# ---- block 1 ----
**Block 1: gate-type map**

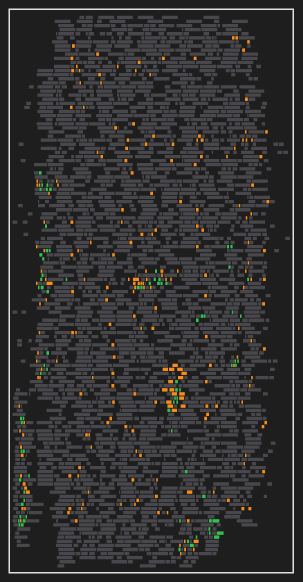

### src/rtl/pulse_ts_defs.sv
// rtl/pulse_ts_defs.sv - shared widths and entry layout for the pulse timestamp FIFO
package pulse_ts_defs;

    localparam int TS_W_DEF       = 32;
    localparam int SEQ_W_DEF      = 16;
    localparam int DEPTH_LOG2_DEF = 4;
    localparam int DROP_W_DEF     = 16;
    localparam int DEADTIME_DEF   = 8;

    // FIFO entry is {timestamp, sequence}, timestamp in the upper bits
    localparam int ENTRY_W = TS_W_DEF + SEQ_W_DEF;

endpackage

### src/rtl/ts_fifo_sync.sv
// rtl/ts_fifo_sync.sv - single-clock first-word-fall-through FIFO
//
// Ports:
//   clock, reset_n      rising-edge clock, asynchronous active-low reset
//   push, push_data     write request and data (ignored when full without pop)
//   pop                 read request (ignored when empty)
//   pop_data            registered head entry; holds last value while empty
//   full, empty, level  occupancy status, level is 0..2**AW
module ts_fifo_sync #(
    parameter int W  = 48,
    parameter int AW = 4
) (
    input  logic         clock,
    input  logic         reset_n,
    input  logic         push,
    input  logic [W-1:0] push_data,
    input  logic         pop,
    output logic [W-1:0] pop_data,
    output logic         full,
    output logic         empty,
    output logic [AW:0]  level
);

    logic [W-1:0]  mem [2**AW];
    logic [AW-1:0] wr_ptr;
    logic [AW-1:0] rd_ptr;
    logic [AW:0]   count;
    logic          do_push;
    logic          do_pop;

    assign full    = (count == (AW+1)'(2**AW));
    assign empty   = (count == '0);
    assign level   = count;
    assign do_pop  = pop && !empty;
    // A full FIFO still accepts a write when the head leaves in the same cycle
    assign do_push = push && (!full || do_pop);

    always_ff @(posedge clock) begin
        if (do_push) begin
            mem[wr_ptr] <= push_data;
        end
    end

    always_ff @(posedge clock or negedge reset_n) begin
        if (!reset_n) begin
            wr_ptr   <= '0;
            rd_ptr   <= '0;
            count    <= '0;
            pop_data <= '0;
        end else begin
            if (do_push) begin
                wr_ptr <= wr_ptr + AW'(1);
            end
            if (do_pop) begin
                rd_ptr <= rd_ptr + AW'(1);
            end
            case ({do_push, do_pop})
                2'b10:   count <= count + (AW+1)'(1);
                2'b01:   count <= count - (AW+1)'(1);
                default: count <= count;
            endcase
            // Head register: the incoming word becomes the head when the queue
            // is (or is about to be) otherwise empty; else the next stored word
            if (do_push && (empty || (do_pop && count == (AW+1)'(1)))) begin
                pop_data <= push_data;
            end else if (do_pop && count > (AW+1)'(1)) begin
                pop_data <= mem[rd_ptr + AW'(1)];
            end
        end
    end

endmodule

### src/rtl/pulse_timestamp_fifo.sv
// rtl/pulse_timestamp_fifo.sv - timestamps edge pulses and queues them for readout
//
// Ports:
//   clock, reset_n           system clock, asynchronous active-low reset
//   pulse                    one-cycle pulse from the edge detector
//   ts_clear                 zero the timestamp counter on the next cycle
//   out_valid/out_ready      head-entry handshake toward the readout
//   out_timestamp, out_seq   head entry contents
//   fifo_level               registered occupancy
//   drop_count, overflow     saturating drop counter and sticky overflow flag
//
// Optional: define PULSE_DEADTIME_EN to ignore pulses for DEADTIME cycles after
// each accepted pulse.
module pulse_timestamp_fifo
    import pulse_ts_defs::*;
#(
    parameter int TS_W       = TS_W_DEF,
    parameter int SEQ_W      = SEQ_W_DEF,
    parameter int DEPTH_LOG2 = DEPTH_LOG2_DEF,
    parameter int DROP_W     = DROP_W_DEF,
    parameter int DEADTIME   = DEADTIME_DEF
) (
    input  logic                  clock,
    input  logic                  reset_n,
    input  logic                  pulse,
    input  logic                  ts_clear,
    output logic                  out_valid,
    input  logic                  out_ready,
    output logic [TS_W-1:0]       out_timestamp,
    output logic [SEQ_W-1:0]      out_seq,
    output logic [DEPTH_LOG2:0]   fifo_level,
    output logic [DROP_W-1:0]     drop_count,
    output logic                  overflow
);

    localparam int ENTRY_BITS = TS_W + SEQ_W;

    logic [TS_W-1:0]       ts_cnt;
    logic [SEQ_W-1:0]      seq_cnt;
    logic                  qualified;
    logic                  fifo_full;
    logic                  fifo_empty;
    logic                  drop_evt;
    logic [ENTRY_BITS-1:0] head;

`ifdef PULSE_DEADTIME_EN
    localparam int DT_W = ($clog2(DEADTIME + 1) > 8) ? $clog2(DEADTIME + 1) : 8;

    logic [DT_W-1:0] dt_cnt;

    assign qualified = pulse && (dt_cnt == '0);

    always_ff @(posedge clock or negedge reset_n) begin
        if (!reset_n) begin
            dt_cnt <= '0;
        end else if (qualified) begin
            dt_cnt <= DT_W'(DEADTIME);
        end else if (dt_cnt != '0) begin
            dt_cnt <= dt_cnt - DT_W'(1);
        end
    end
`else
    logic unused_deadtime;

    assign unused_deadtime = (DEADTIME != 0);
    assign qualified       = pulse;
`endif

    // out_valid implies the pop; a full FIFO is never empty, so out_ready alone
    // tells whether the head leaves this cycle
    assign drop_evt = qualified && fifo_full && !out_ready;

    always_ff @(posedge clock or negedge reset_n) begin
        if (!reset_n) begin
            ts_cnt     <= '0;
            seq_cnt    <= '0;
            drop_count <= '0;
            overflow   <= 1'b0;
        end else begin
            ts_cnt <= ts_clear ? '0 : ts_cnt + TS_W'(1);
            // Dropped pulses still consume a sequence number so gaps are visible
            if (qualified) begin
                seq_cnt <= seq_cnt + SEQ_W'(1);
            end
            if (drop_evt) begin
                overflow <= 1'b1;
                if (drop_count != '1) begin
                    drop_count <= drop_count + DROP_W'(1);
                end
            end
        end
    end

    ts_fifo_sync #(
        .W  (ENTRY_BITS),
        .AW (DEPTH_LOG2)
    ) u_fifo (
        .clock     (clock),
        .reset_n   (reset_n),
        .push      (qualified),
        .push_data ({ts_cnt, seq_cnt}),
        .pop       (out_ready),
        .pop_data  (head),
        .full      (fifo_full),
        .empty     (fifo_empty),
        .level     (fifo_level)
    );

    assign out_valid     = !fifo_empty;
    assign out_timestamp = head[ENTRY_BITS-1:SEQ_W];
    assign out_seq       = head[SEQ_W-1:0];

endmodule
### config.mk
export PLATFORM = sky130hd
export DESIGN_NAME = pulse_timestamp_fifo
export DESIGN_NICKNAME = d
export VERILOG_FILES = /design/src/rtl/pulse_ts_defs.sv /design/src/rtl/ts_fifo_sync.sv /design/src/rtl/pulse_timestamp_fifo.sv
export SDC_FILE = /design/constraint.sdc
export NUM_CORES = 1
export LEC_CHECK = 0
export CORE_ASPECT_RATIO = 2
export CORE_UTILIZATION = 52
export CTS_BUF_LIST = sky130_fd_sc_hd__clkbuf_8
export DETAILED_ROUTE_END_ITERATION = 8
export PLACE_DENSITY = 0.69
export SLEW_MARGIN = 20
export SYNTH_ARGS = -nofsm -noshare
export SYNTH_HDL_FRONTEND = slang
export SYNTH_SLANG_ARGS = --single-unit
### constraint.sdc
create_clock -name clock -period 7.4 [get_ports clock]
set_input_delay 2.22 -clock clock [delete_from_list [all_inputs] [get_ports clock]]
set_output_delay 2.22 -clock clock [all_outputs]
set_load 0.02 [all_outputs]
# ---- block 2 ----
===== src/rtl/clk_div_meter.sv =====
// rtl/clk_div_meter.sv - measures period, high time and power-of-two ratio of a slow input
// Input is synchronised, edge-detected one stage later, then timed by a small IDLE/ARM/MEAS FSM.
module clk_div_meter #(
   parameter int               CNT_W       = 28,
   parameter int               SYNC_STAGES = 2,
   parameter logic [CNT_W-1:0] TIMEOUT     = 28'd2048,
   parameter int               LOCK_COUNT  = 4
) (
   input  logic             clk,
   input  logic             rst_n,
   input  logic             enable,
   input  logic             sig_in,
   output logic [CNT_W-1:0] period,
   output logic [CNT_W-1:0] high_time,
   output logic [4:0]       ratio_log2,
   output logic             is_pow2,
   output logic             valid,
   output logic             locked,
   output logic             timeout
);

   localparam logic [1:0] ST_IDLE = 2'd0;
   localparam logic [1:0] ST_ARM  = 2'd1;
   localparam logic [1:0] ST_MEAS = 2'd2;
   localparam logic [3:0] LOCK_C  = 4'(LOCK_COUNT);

   logic [SYNC_STAGES-1:0] sync_q;
   logic                   s_q;
   logic                   rise_q;

   logic [1:0]       state_q,  state_d;
   logic [CNT_W-1:0] cnt_q,    cnt_d;
   logic [CNT_W-1:0] hi_q,     hi_d;
   logic [CNT_W-1:0] period_q, period_d;
   logic [CNT_W-1:0] high_q,   high_d;
   logic [4:0]       ratio_q,  ratio_d;
   logic             pow2_q,   pow2_d;
   logic             valid_q,  valid_d;
   logic [3:0]       match_q,  match_d;
   logic             tmo_q,    tmo_d;
   logic             first_q,  first_d;

   logic             cnt_pow2;
   logic [4:0]       cnt_log2;

   // The rise strobe is registered, so s_q is the level aligned with it.
   always_ff @(posedge clk) begin
      if (!rst_n) begin
         sync_q <= '0;
         s_q    <= 1'b0;
         rise_q <= 1'b0;
      end else begin
         sync_q <= {sync_q[SYNC_STAGES-2:0], sig_in};
         s_q    <= sync_q[SYNC_STAGES-1];
         rise_q <= sync_q[SYNC_STAGES-1] & ~s_q;
      end
   end

   always_comb begin
      cnt_pow2 = ((cnt_q & (cnt_q - CNT_W'(1))) == '0) && (cnt_q >= CNT_W'(2));
      cnt_log2 = 5'd0;
      for (int i = 0; i < CNT_W; i++) begin
         if (cnt_q[i]) cnt_log2 = 5'(i);
      end
   end

   always_comb begin
      state_d  = state_q;
      cnt_d    = cnt_q;
      hi_d     = hi_q;
      period_d = period_q;
      high_d   = high_q;
      ratio_d  = ratio_q;
      pow2_d   = pow2_q;
      valid_d  = 1'b0;
      match_d  = match_q;
      tmo_d    = tmo_q;
      first_d  = first_q;
      if (!enable) begin
         state_d = ST_IDLE;
         cnt_d   = '0;
         hi_d    = '0;
         match_d = 4'd0;
         tmo_d   = 1'b0;
         first_d = 1'b0;
      end else begin
         case (state_q)
            ST_IDLE: begin
               cnt_d   = '0;
               hi_d    = '0;
               state_d = ST_ARM;
            end
            ST_ARM: begin
               if (rise_q) begin
                  cnt_d   = CNT_W'(1);
                  hi_d    = CNT_W'(1);
                  tmo_d   = 1'b0;
                  first_d = 1'b1;
                  state_d = ST_MEAS;
               end
            end
            ST_MEAS: begin
               // A rise on the same cycle as the timeout limit is still a valid period.
               if (rise_q) begin
                  period_d = cnt_q;
                  high_d   = hi_q;
                  pow2_d   = cnt_pow2;
                  ratio_d  = cnt_pow2 ? cnt_log2 : 5'd0;
                  valid_d  = 1'b1;
                  if (!first_q && (cnt_q == period_q))
                     match_d = (match_q >= LOCK_C) ? LOCK_C : match_q + 4'd1;
                  else
                     match_d = 4'd0;
                  first_d = 1'b0;
                  cnt_d   = CNT_W'(1);
                  hi_d    = CNT_W'(1);
               end else if (cnt_q == TIMEOUT) begin
                  tmo_d   = 1'b1;
                  match_d = 4'd0;
                  cnt_d   = '0;
                  hi_d    = '0;
                  state_d = ST_ARM;
               end else begin
                  cnt_d = cnt_q + CNT_W'(1);
                  if (s_q) hi_d = hi_q + CNT_W'(1);
               end
            end
            default: state_d = ST_IDLE;
         endcase
      end
   end

   always_ff @(posedge clk) begin
      if (!rst_n) begin
         state_q  <= ST_IDLE;
         cnt_q    <= '0;
         hi_q     <= '0;
         period_q <= '0;
         high_q   <= '0;
         ratio_q  <= 5'd0;
         pow2_q   <= 1'b0;
         valid_q  <= 1'b0;
         match_q  <= 4'd0;
         tmo_q    <= 1'b0;
         first_q  <= 1'b0;
      end else begin
         state_q  <= state_d;
         cnt_q    <= cnt_d;
         hi_q     <= hi_d;
         period_q <= period_d;
         high_q   <= high_d;
         ratio_q  <= ratio_d;
         pow2_q   <= pow2_d;
         valid_q  <= valid_d;
         match_q  <= match_d;
         tmo_q    <= tmo_d;
         first_q  <= first_d;
      end
   end

   assign period     = period_q;
   assign high_time  = high_q;
   assign ratio_log2 = ratio_q;
   assign is_pow2    = pow2_q;
   assign valid      = valid_q;
   assign locked     = (match_q == LOCK_C);
   assign timeout    = tmo_q;

endmodule


===== config.mk =====
export PLATFORM = sky130hd
export DESIGN_NAME = clk_div_meter
export DESIGN_NICKNAME = d
export VERILOG_FILES = /design/src/rtl/clk_div_meter.sv
export SDC_FILE = /design/constraint.sdc
export NUM_CORES = 1
export LEC_CHECK = 0
export ABC_AREA = 0
export CORE_MARGIN = 4
export CORE_UTILIZATION = 30
export DETAILED_ROUTE_END_ITERATION = 8
export SLEW_MARGIN = 20
export SYNTH_ARGS = -nofsm -noshare
export SYNTH_HDL_FRONTEND = slang
export SYNTH_SLANG_ARGS = --single-unit
export TNS_END_PERCENT = 5

===== constraint.sdc =====
create_clock -name clk -period 3.15 [get_ports clk]
set_input_delay 0.945 -clock clk [delete_from_list [all_inputs] [get_ports clk]]
set_output_delay 0.945 -clock clk [all_outputs]
set_load 0.01 [all_outputs]

# ---- block 3 ----
**config.mk**
```make
export PLATFORM = sky130hd
export DESIGN_NAME = fifo_wr_arbiter
export DESIGN_NICKNAME = d
export VERILOG_FILES = /design/src/rtl/fifo_wr_arbiter.sv
export SDC_FILE = /design/constraint.sdc
export NUM_CORES = 1
export LEC_CHECK = 0
export CAP_MARGIN = 15
export CORE_MARGIN = 2
export CORE_UTILIZATION = 30
export DETAILED_ROUTE_END_ITERATION = 16
export PLACE_DENSITY_LB_ADDON = 0.08
export SYNTH_ARGS = -nofsm -noshare
export SYNTH_HDL_FRONTEND = slang
export SYNTH_SLANG_ARGS = --single-unit
```
**constraint.sdc**
```tcl
create_clock -name clk -period 2.8 [get_ports clk]
set_input_delay 0.42 -clock clk [delete_from_list [all_inputs] [get_ports clk]]
set_output_delay 0.42 -clock clk [all_outputs]
set_load 0.05 [all_outputs]
```
**src/rtl/fifo_wr_arbiter.sv**
```systemverilog
// Round-robin arbiter sharing one FIFO write port between N_REQ producers.
// A granted producer keeps the port for one packet (up to MAX_BURST beats),
// then the pointer rotates past it. Writes are gated by the FIFO full flag
// in the same cycle, so a beat is never pushed into a full FIFO.
module fifo_wr_arbiter #(
  parameter int N_REQ     = 4,
  parameter int DATA_W    = 8,
  parameter int MAX_BURST = 4,
  parameter int OWNER_W   = (N_REQ > 1) ? $clog2(N_REQ) : 1
) (
  input  logic                    clk,
  input  logic                    rst_n,
  input  logic [N_REQ-1:0]        req_i,
  input  logic [N_REQ*DATA_W-1:0] data_i,
  input  logic [N_REQ-1:0]        last_i,
  output logic [N_REQ-1:0]        gnt_o,
  output logic                    fifo_wr_en_o,
  output logic [DATA_W-1:0]       fifo_data_o,
  input  logic                    fifo_full_i,
  output logic                    busy_o,
  output logic [OWNER_W-1:0]      owner_o
);

  localparam int CNT_W = $clog2(MAX_BURST) + 1;

  typedef enum logic {
    IDLE = 1'b0,
    OWN  = 1'b1
  } state_e;

  state_e               state_q, state_d;
  logic [OWNER_W-1:0]   rr_ptr_q, rr_ptr_d;
  logic [OWNER_W-1:0]   owner_q, owner_d;
  logic [CNT_W-1:0]     beat_cnt_q, beat_cnt_d;

  logic [2*N_REQ-1:0]   req_dbl;
  logic [N_REQ-1:0]     req_rot;
  logic                 win_found;
  logic [OWNER_W-1:0]   win_idx;
  logic                 beat;
  logic                 at_cap;
  logic                 release_now;

  // Rotate the request vector so bit 0 is the producer at rr_ptr.
  assign req_dbl = {req_i, req_i} >> rr_ptr_q;
  assign req_rot = req_dbl[N_REQ-1:0];

  // Pick the first requester at or after rr_ptr, wrapping modulo N_REQ.
  always_comb begin
    int sum;
    win_found = 1'b0;
    win_idx   = '0;
    sum       = 0;
    // Scan downwards so the lowest rotated index is the one left standing.
    for (int i = N_REQ - 1; i >= 0; i--) begin
      if (req_rot[i]) begin
        sum = int'(rr_ptr_q) + i;
        if (sum >= N_REQ) sum = sum - N_REQ;
        win_found = 1'b1;
        win_idx   = OWNER_W'(sum);
      end
    end
  end

  // A beat moves only when the owner is offering data and the FIFO has room.
  assign beat        = (state_q == OWN) & req_i[owner_q] & ~fifo_full_i;
  assign at_cap      = (beat_cnt_q == CNT_W'(MAX_BURST - 1));
  assign release_now = beat & (last_i[owner_q] | at_cap);

  // Write path and status outputs; data is steered from the owner even when idle.
  always_comb begin
    gnt_o = '0;
    if (state_q == OWN) gnt_o[owner_q] = 1'b1;
  end

  assign fifo_wr_en_o = beat;
  assign fifo_data_o  = data_i[owner_q*DATA_W +: DATA_W];
  assign busy_o       = (state_q == OWN);
  assign owner_o      = owner_q;

  // Next-state logic: grant from IDLE, count beats and release from OWN.
  always_comb begin
    // NOTE: every variable gets a default here, otherwise paths that skip an
    // assignment would infer a latch.
    state_d    = state_q;
    rr_ptr_d   = rr_ptr_q;
    owner_d    = owner_q;
    beat_cnt_d = beat_cnt_q;
    unique case (state_q)
      IDLE: begin
        if (win_found) begin
          state_d    = OWN;
          owner_d    = win_idx;
          beat_cnt_d = '0;
        end
      end
      OWN: begin
        if (release_now) begin
          state_d    = IDLE;
          beat_cnt_d = '0;
          rr_ptr_d   = (owner_q == OWNER_W'(N_REQ - 1)) ? '0 : owner_q + 1'b1;
        end else if (beat) begin
          beat_cnt_d = beat_cnt_q + 1'b1;
        end
      end
      default: state_d = IDLE;
    endcase
  end

  // State registers; reset drops any grant immediately and abandons the packet.
  always_ff @(posedge clk or negedge rst_n) begin
    if (!rst_n) begin
      state_q    <= IDLE;
      rr_ptr_q   <= '0;
      owner_q    <= '0;
      beat_cnt_q <= '0;
    end else begin
      // NOTE: non-blocking assignments so every register samples the values
      // from before this edge, independent of statement order.
      state_q    <= state_d;
      rr_ptr_q   <= rr_ptr_d;
      owner_q    <= owner_d;
      beat_cnt_q <= beat_cnt_d;
    end
  end

endmodule

```
**Block 2: sequential cells colored by netlist name**

The bar under the picture is 50 um long. Other sequential cells in the stronger gray, the rest of the logic in the fainter gray.
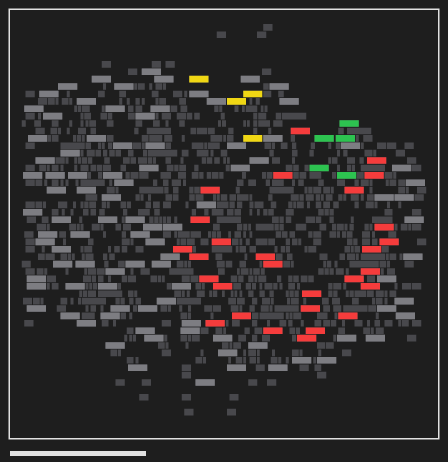
color	netlist name	flops
red	cnt_q	28
green	ratio_log2	5
yellow	match_q	4
not colored	94
Seq power: 1.66 mW
flop share of the area: 31.5%
Finished Core Util: 38.1%
area taken by flip-flops and latches: 2620 sq um

==> results.txt, block 2 <==
The synthesis and place-and-route flow finished, so here is a summary.

The synthesized netlist contains between 60 and 70 unique library cells. The number of filler cells placed in the layout is around 2300. The global routing stage identified its most utilized layer as met2. The logic gate fraction of the total cell area came out at approximately 45%.

The final layout contains a sequential cell count of ~130. The overall global routing resource usage came out at between 15 and 20%. The flow ran to the end, and the final reports show no timing, DRC or antenna violations. The post-detailed-placement half-perimeter wirelength came out at roughly 13000 um. Looking at the hold checks, the worst path lands on sync_q[1]$_SDFF_PN0_. The wire length of the first global-routing pass is between 30000 and 40000 um. The final worst-path cycle share came out at 83.4%.

The mean cell area of the mapped netlist came out at roughly 8.0 sq um. The worst slack on hold paths is roughly 0.43 ns. The setup slack of the most critical reg-to-reg path came out at about 0.52 ns. Per report_power, the top consumer among the power groups is clock. The H-tree was split into 4 levels.
==> block 2: stage by stage <==
stage / util [%] / power, mW / cells
global placement: 35.4 / 1.76 / 1162
finish: 38.1 / 3.68 / 1194
detailed placement: 35.4 / 1.76 / 1162
CTS: 38.1 / 3.72 / 1194
global route: 38.1 / 3.81 / 1194
floorplan: - / 1.74 / 837
==> block 2: state kept, by name (all words and copies together) (netlist names) <==
signal and cells:
ratio_log2 5, hi_q 28, match_q 4, high_time 28, valid 1, period 28, first_q 1, cnt_q 28
rise_q 1, is_pow2 1, sync_q 2, timeout 1, state_q 2, s_q 1
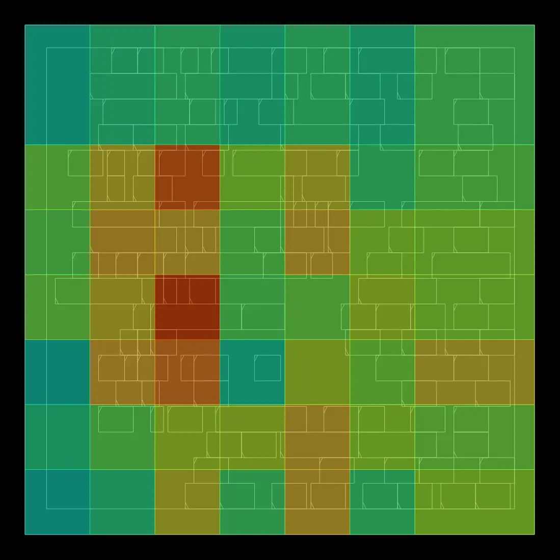
**Above:** block 3 (track usage over the die).
GR Util met1: 21.1%
routing usage on met2: 27.4%
Most Used Layer, Global Route: met2
routed wire length per instance: 15.4 um

==> results.txt, block 3 <==
The synthesis and place-and-route flow finished, so here is a summary.

Recorded from the global router log, the overflow total was 0. The final-layout non-clock buffer area share came out at 42.2%. The width of the chip is 54.1 um. The flop share of the area came out at approximately 14%. The area share of and/or/nand/nor cells after synthesis came out at approximately 13%.

The netlist area before placement is 753 sq um. In the synthesized netlist the async set-or-reset flop fraction comes to 100%. After clock tree synthesis, the flow added hold-fix buffers numbering 0. The routability-driven placement congestion ratio is a little under 0.8.

The area share of xor/xnor cells in the synthesized design came out at 0%. The net count of the finished layout is ~180. The combinational share of power came out at between 70% and 80%.

The worst slew slack as a fraction of its limit came out at between 60% and 70%. The register with the highest flop count is beat_cnt_q. The final critical delay including setup and external delays came out at 2.51 ns. The mean cell area of the mapped netlist is roughly 12 sq um. The area-dominant cell class after layout is non-clock buffers.

The path depth of the worst reg2reg path came out at 4. The flow ran to the end, and the final reports show no timing, DRC or antenna violations. The total area of multi-input combinational cells is approximately 530 sq um. The routed length on met3 is between 300 and 400 um.

The largest share of the power goes to combinational cells. The total power consumption of the routed design came out at between 1 and 1.5 mW.
==> block 3: cells by family (layout without fill, tap and decap cells) <==
| group | after synthesis | count (layout) |
|---|---|---|
| buffers and inverters | 7 | 68 |
| AOI/OAI and AO/OA | 13 | 13 |
| and+or+nand+nor | 19 | 19 |
| DFF | 8 | 8 |
| adders and majority gates | 6 | 6 |
| muxes | 12 | 12 |
==> block 3: per-stage QoR <==
step	worst slack [ns]	hold WS (ns)
after global routing	0.178	0.450
after global placement	0.390	0.491
final	0.293	0.439
after CTS	0.0509	0.452
after detailed placement	0.335	0.500
after floorplan	0.585	0.124
**Block 1: track usage over the die**

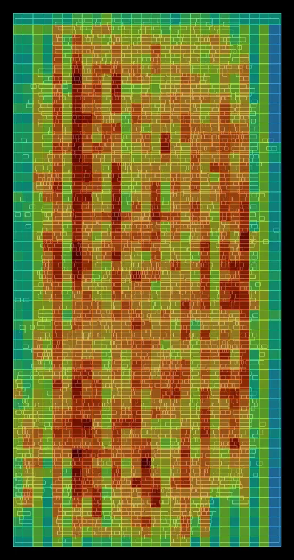
fraction of met3 tracks used by global routing: 3.62%
total track usage: 25.6%
Finished Core Util: 58.9%

**Block 1: sequential cells colored by netlist name**

The bar under the picture is 50 um long. Other sequential cells in the stronger gray, the rest of the logic in the fainter gray.
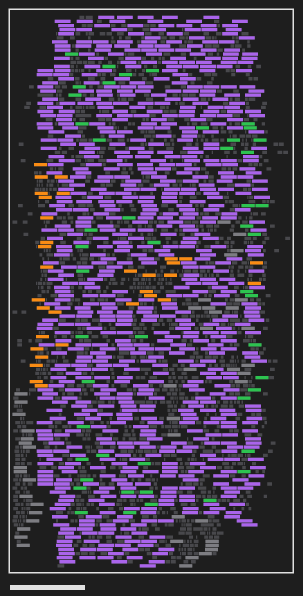
color	netlist name	flops
purple	u_fifo.mem	768
green	u_fifo.pop_data	48
orange	ts_cnt	32
not colored	46
Seq power: 6.64 mW
flop share of the area: 65.6%
area taken by flip-flops and latches: 26200 sq um

Notes on 'gate-type map' of block 1 above:
color	family	cells	most used
orange	NOR gates	225	nor2b_1
green	NAND gates	81	nand2_1
most used logic cell in the final layout: sky130_fd_sc_hd__edfxtp_1
Layout Cells excl Fill: 3243

==> results.txt, block 1 <==
The synthesis and place-and-route flow finished, so here is a summary.

The routed layout has about 20000 vias. The biggest cell delay along the critical path came out at between 0.6 and 0.7 ns. The sequential cell area fraction in the yosys report came out at about 73%. The cell area power density is ~420 nW/um^2. The run finished with clean final reports. Counting plain and timing-repair buffers in the layout gives approximately 130. The starting DRC count in detailed routing is between 1500 and 2000. Per the timing report, the most critical flop-to-flop path originates at u_fifo.rd_ptr[0]$_DFFE_PN0P_.

The critical path arrival came out at ~2.4 ns. The share of the synthesized area in the top cell type came out at 64.3%. For this run, the detailed router reports a per-instance via density of 6.21. In the floorplan report the effective utilization is a little over half.

The sequential cell fraction of total power came out at 39.9%. All stages included, the depth of the critical timing path comes to 4. The flip-flop count of the largest register, all copies and words added is between 700 and 800. The area-dominant cell class after layout is registers. The layout cell share with drive strength beyond 1 is a little under 20%.

The start point of the critical path is u_fifo.level[0]$_DFFE_PN0P_. The wire length of the first global-routing pass is around 130000 um. The worst voltage drop across the vdd grid came out at 0.388 mV. Leaving out buffers and inverters, the combinational logic in the layout accounts for 9150 sq um.

The largest clock skew in the final design came out at 0.0234 ns. The biggest area contributor in the post-synthesis netlist is sky130_fd_sc_hd__edfxtp_1. Looking at hold timing, the worst path starts from overflow$_DFFE_PN0P_. Routing resource usage on met2 recorded by global route was a little under half.

The count of cell types in the netlist is ~47. The maximum buffer depth of the clock tree is 3. The number of hold violations in the final report is 0.

The power report puts the net switching power at between 6 and 7 mW. According to the floorplan report, the total die area is 70100 sq um. The final critical-path setup slack came out at between 2 and 3 ns. Per the STA report, the cell with the highest stage delay on the worst path is sky130_fd_sc_hd__clkdlybuf4s50_1.

The synthesis warning total is 0. The transition time at the pin with the least slew margin is ~1.1 ns. The final critical delay including setup and external delays came out at between 4 and 5 ns. The worst slew slack as a fraction of its limit came out at 26.8%. The power report puts the leakage power at approximately 14 nW. The clock slew seen by the registers of the worst setup and hold paths came out at around 0.070 ns. The number of nets in the synthesized netlist is ~2200. The compound-cell area share of the yosys netlist came out at a little under a tenth.

The setup slack of the most critical reg-to-reg path is ~3.5 ns. The antenna cell count is 1. The instance count after placement with tap cells included is 3027.
==> block 1: placed cells by master (no fill, tap or decap), drive strengths merged, types with 3 or more instances in the layout <==
cell / n
xor2: 41
clkbuf: 132
and4: 5
buf: 54
nor3: 12
nand4: 17
nand2b: 5
a2111o: 48
nand3: 25
edfxtp: 768
ha: 13
a211oi: 96
clkinv: 32
a21oi: 4
nand2: 32
and2: 4
clkdlybuf4s50: 74
a2111oi: 96
and3: 13
nor2b: 98
mux2i: 97
o22ai: 96
dfrtp: 126
xnor2: 33
nor4: 6
mux2: 195
inv: 55
nor2: 108
a22oi: 48
clkinvlp: 3

# ---- block 4 ----
**Block 4: track usage over the die**

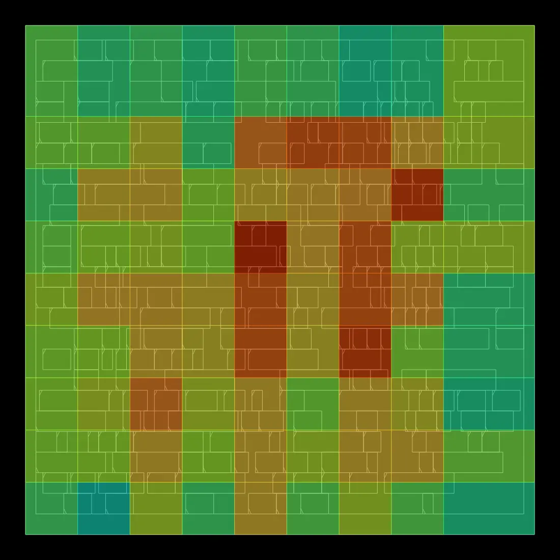
<file path="config.mk">
export PLATFORM = sky130hd
export DESIGN_NAME = fetch_sequencer
export DESIGN_NICKNAME = d
export VERILOG_FILES = /design/src/rtl/fetch_sequencer.sv
export SDC_FILE = /design/constraint.sdc
export NUM_CORES = 1
export LEC_CHECK = 0
export CORE_MARGIN = 1
export CORE_UTILIZATION = 47
export CTS_CLUSTER_DIAMETER = 120
export DETAILED_ROUTE_END_ITERATION = 8
export GPL_ROUTABILITY_DRIVEN = 1
export PLACE_DENSITY_LB_ADDON = 0.05
export SLEW_MARGIN = 0
export SYNTH_ARGS = -nofsm -noshare
export SYNTH_HDL_FRONTEND = slang
export SYNTH_SLANG_ARGS = --single-unit
</file>
<file path="constraint.sdc">
create_clock -name clk -period 2.5 [get_ports clk]
set_clock_uncertainty 0.1 [all_clocks]
set_input_delay 0.625 -clock clk [delete_from_list [all_inputs] [get_ports clk]]
set_output_delay 0.625 -clock clk [all_outputs]
set_load 0.005 [all_outputs]
</file>
<file path="src/rtl/fetch_sequencer.sv">
// ============================================================================
// Module   : fetch_sequencer
// Purpose  : nic8 program counter, instruction register and FETCH/EXEC phase
//            sequencing with run / single-step / halt-on-jump-to-self control.
// Revision : 1.0
// ============================================================================
`default_nettype none

module fetch_sequencer #(
  parameter int ADDR_W = 8,
  parameter int CNT_W  = 16
) (
  input  logic              clk,
  input  logic              reset,
  input  logic [7:0]        rom_data,
  input  logic [7:0]        bus,
  input  logic              uses_imm,
  input  logic              do_jump_bar,
  input  logic              run,
  input  logic              step,
  output logic [ADDR_W-1:0] rom_addr,
  output logic [7:0]        ir,
  output logic              fetch_en,
  output logic              exec_en,
  output logic              step_done,
  output logic              halted,
  output logic [CNT_W-1:0]  instr_count
);

  typedef enum logic [1:0] {
    IDLE  = 2'd0,
    FETCH = 2'd1,
    EXEC  = 2'd2
  } state_t;

  state_t            state, state_nx;
  logic [ADDR_W-1:0] pc, pc_nx;
  logic [7:0]        ir_nx;
  logic              single, single_nx;
  logic              halted_nx;
  logic              step_done_nx;
  logic [CNT_W-1:0]  count_nx;
  logic [ADDR_W-1:0] jump_target;
  logic [ADDR_W-1:0] opcode_addr;
  logic              halt_hit;

  assign jump_target = ADDR_W'(bus);
  // PC has already advanced past the opcode by the time EXEC runs
  assign opcode_addr = pc - ADDR_W'(1);
  assign halt_hit    = !do_jump_bar && (jump_target == opcode_addr);

  assign rom_addr = pc;
  assign fetch_en = (state == FETCH);
  assign exec_en  = (state == EXEC);

  always_ff @(posedge clk or posedge reset) begin
    if (reset) begin
      state       <= IDLE;
      pc          <= '0;
      ir          <= 8'h00;
      single      <= 1'b0;
      halted      <= 1'b0;
      step_done   <= 1'b0;
      instr_count <= '0;
    end else begin
      state       <= state_nx;
      pc          <= pc_nx;
      ir          <= ir_nx;
      single      <= single_nx;
      halted      <= halted_nx;
      step_done   <= step_done_nx;
      instr_count <= count_nx;
    end
  end

  always_comb begin
    state_nx     = state;
    pc_nx        = pc;
    ir_nx        = ir;
    single_nx    = single;
    halted_nx    = halted;
    step_done_nx = 1'b0;
    count_nx     = instr_count;
    unique case (state)
      IDLE: begin
        if (!halted) begin
          if (run) begin
            state_nx  = FETCH;
            single_nx = 1'b0;
          end else if (step) begin
            state_nx  = FETCH;
            single_nx = 1'b1;
          end
        end
      end
      FETCH: begin
        ir_nx    = rom_data;
        pc_nx    = pc + ADDR_W'(1);
        state_nx = EXEC;
      end
      EXEC: begin
        if (!do_jump_bar) begin
          pc_nx = jump_target;
        end else if (uses_imm) begin
          pc_nx = pc + ADDR_W'(1);
        end
        if (instr_count != '1) begin
          count_nx = instr_count + CNT_W'(1);
        end
        // Halt outranks single-step completion and free-run
        if (halt_hit) begin
          halted_nx = 1'b1;
          single_nx = 1'b0;
          state_nx  = IDLE;
        end else if (single) begin
          step_done_nx = 1'b1;
          single_nx    = 1'b0;
          state_nx     = IDLE;
        end else if (run) begin
          state_nx = FETCH;
        end else begin
          state_nx = IDLE;
        end
      end
      default: state_nx = IDLE;
    endcase
  end

endmodule

`default_nettype wire

</file>
==> results.txt <==
The synthesis and place-and-route flow finished, so here is a summary.

After synthesis, the share of flip-flops with an asynchronous set or reset is 100%. The sequential cell area fraction in the yosys report came out at between 40% and 50%. The synthesized net count came out at between 200 and 250. Counting flops with a built-in enable in the synthesized netlist gives 0. The synthesis warning total came out at 0.

The worst slack at placement is around 0.11 ns. The flow ran to the end, and the final reports show no timing, DRC or antenna violations. Per the timing report, the achievable frequency comes out to ~0.44 GHz.

After routing the design area is 2760 sq um. The number of antenna-violating nets in the routed design is 0. The clock slew seen by the registers of the worst setup and hold paths is ~0.08 ns. Net switching is roughly 36% of the power. Using the TritonRoute via totals, the vias-per-cell ratio works out to around 5.4. The synth_stat.txt file lists the number of cells as 205. The worst slack on hold paths is 0.400 ns. The number of hold violations in the final report is 0.

The timing report notes that buffer and inverter cells on the critical path total 1. In this run the clock root is driven by a sky130_fd_sc_hd__clkbuf_8. The number of violations of the max-capacitance limit came out at 0.

The net count of the finished layout is around 290. The clock latency at the later pin of the worst-skew pair is ~0.29 ns. The final critical delay including setup and external delays is between 2 and 2.5 ns. The clock drives 37 sinks. Per the OpenROAD timing report, the critical path contains 2 cells. The biggest area consumer among synthesized cells is sky130_fd_sc_hd__dfrtp_1. The netlist area before placement came out at around 2000 sq um. Once the clock tree was built, the setup fixing pass inserted 0 buffers. The capture point of the critical path was reported as fetch_en.
## Picture notes: 'track usage over the die' of block 4
fraction of met3 tracks used by global routing: 6.76%
routing usage on met2: 36.3%
Finished Core Util: 68.5%
routed wire length per instance: 14.0 um
GR Util met1: 28.5%

## per-layer routing
| layer | global-route usage (%) | vias up | wire (um) |
|---|---|---|---|
| met4 | 7.71 | 0 | 32 |
| li1 | - | 858 | - |
| met3 | 6.76 | 4 | 187 |
| met1 | 28.5 | 821 | 2100 |
| met5 | 0 | - | 0 |
| met2 | 36.3 | 41 | 2170 |
## registers in the layout, summed over array words and instances (netlist names)
signal / flops
rom_addr: 8
instr_count: 16
step_done: 1
state: 2
single: 1
ir: 8
halted: 1


==> layout pictures side by side <==
Cell classes on the final placement.
image #1
The bar under the picture is 50 um long.
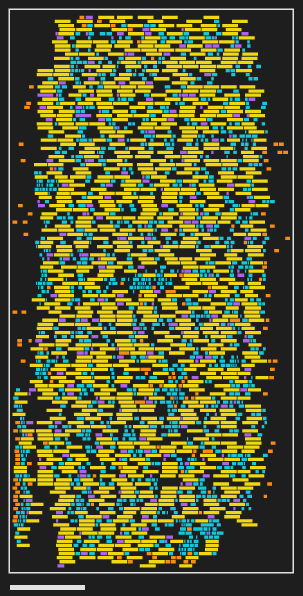
image #2
The bar under the picture is 50 um long.
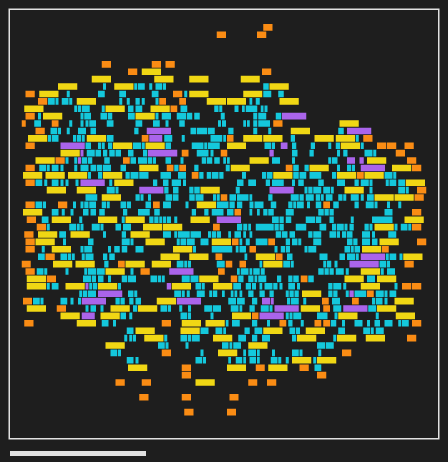
image #3
The bar under the picture is 20 um long.
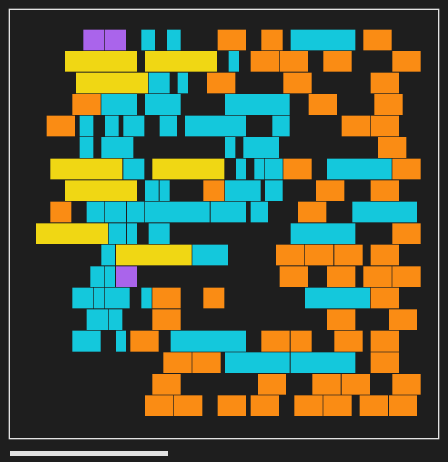
image #4
The bar under the picture is 20 um long.
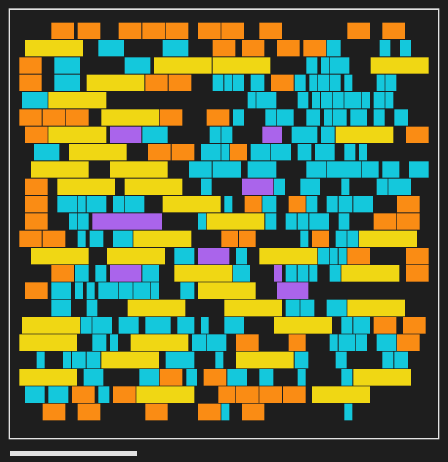
For block 1, see image #1.
For block 3, see image #3.
For block 2, see image #2.
For block 4, see image #4.
The one with the fewest cells is image #3.
The one with the highest utilization is image #4.

No activity file was given, so power comes from the tool's default toggle rates.
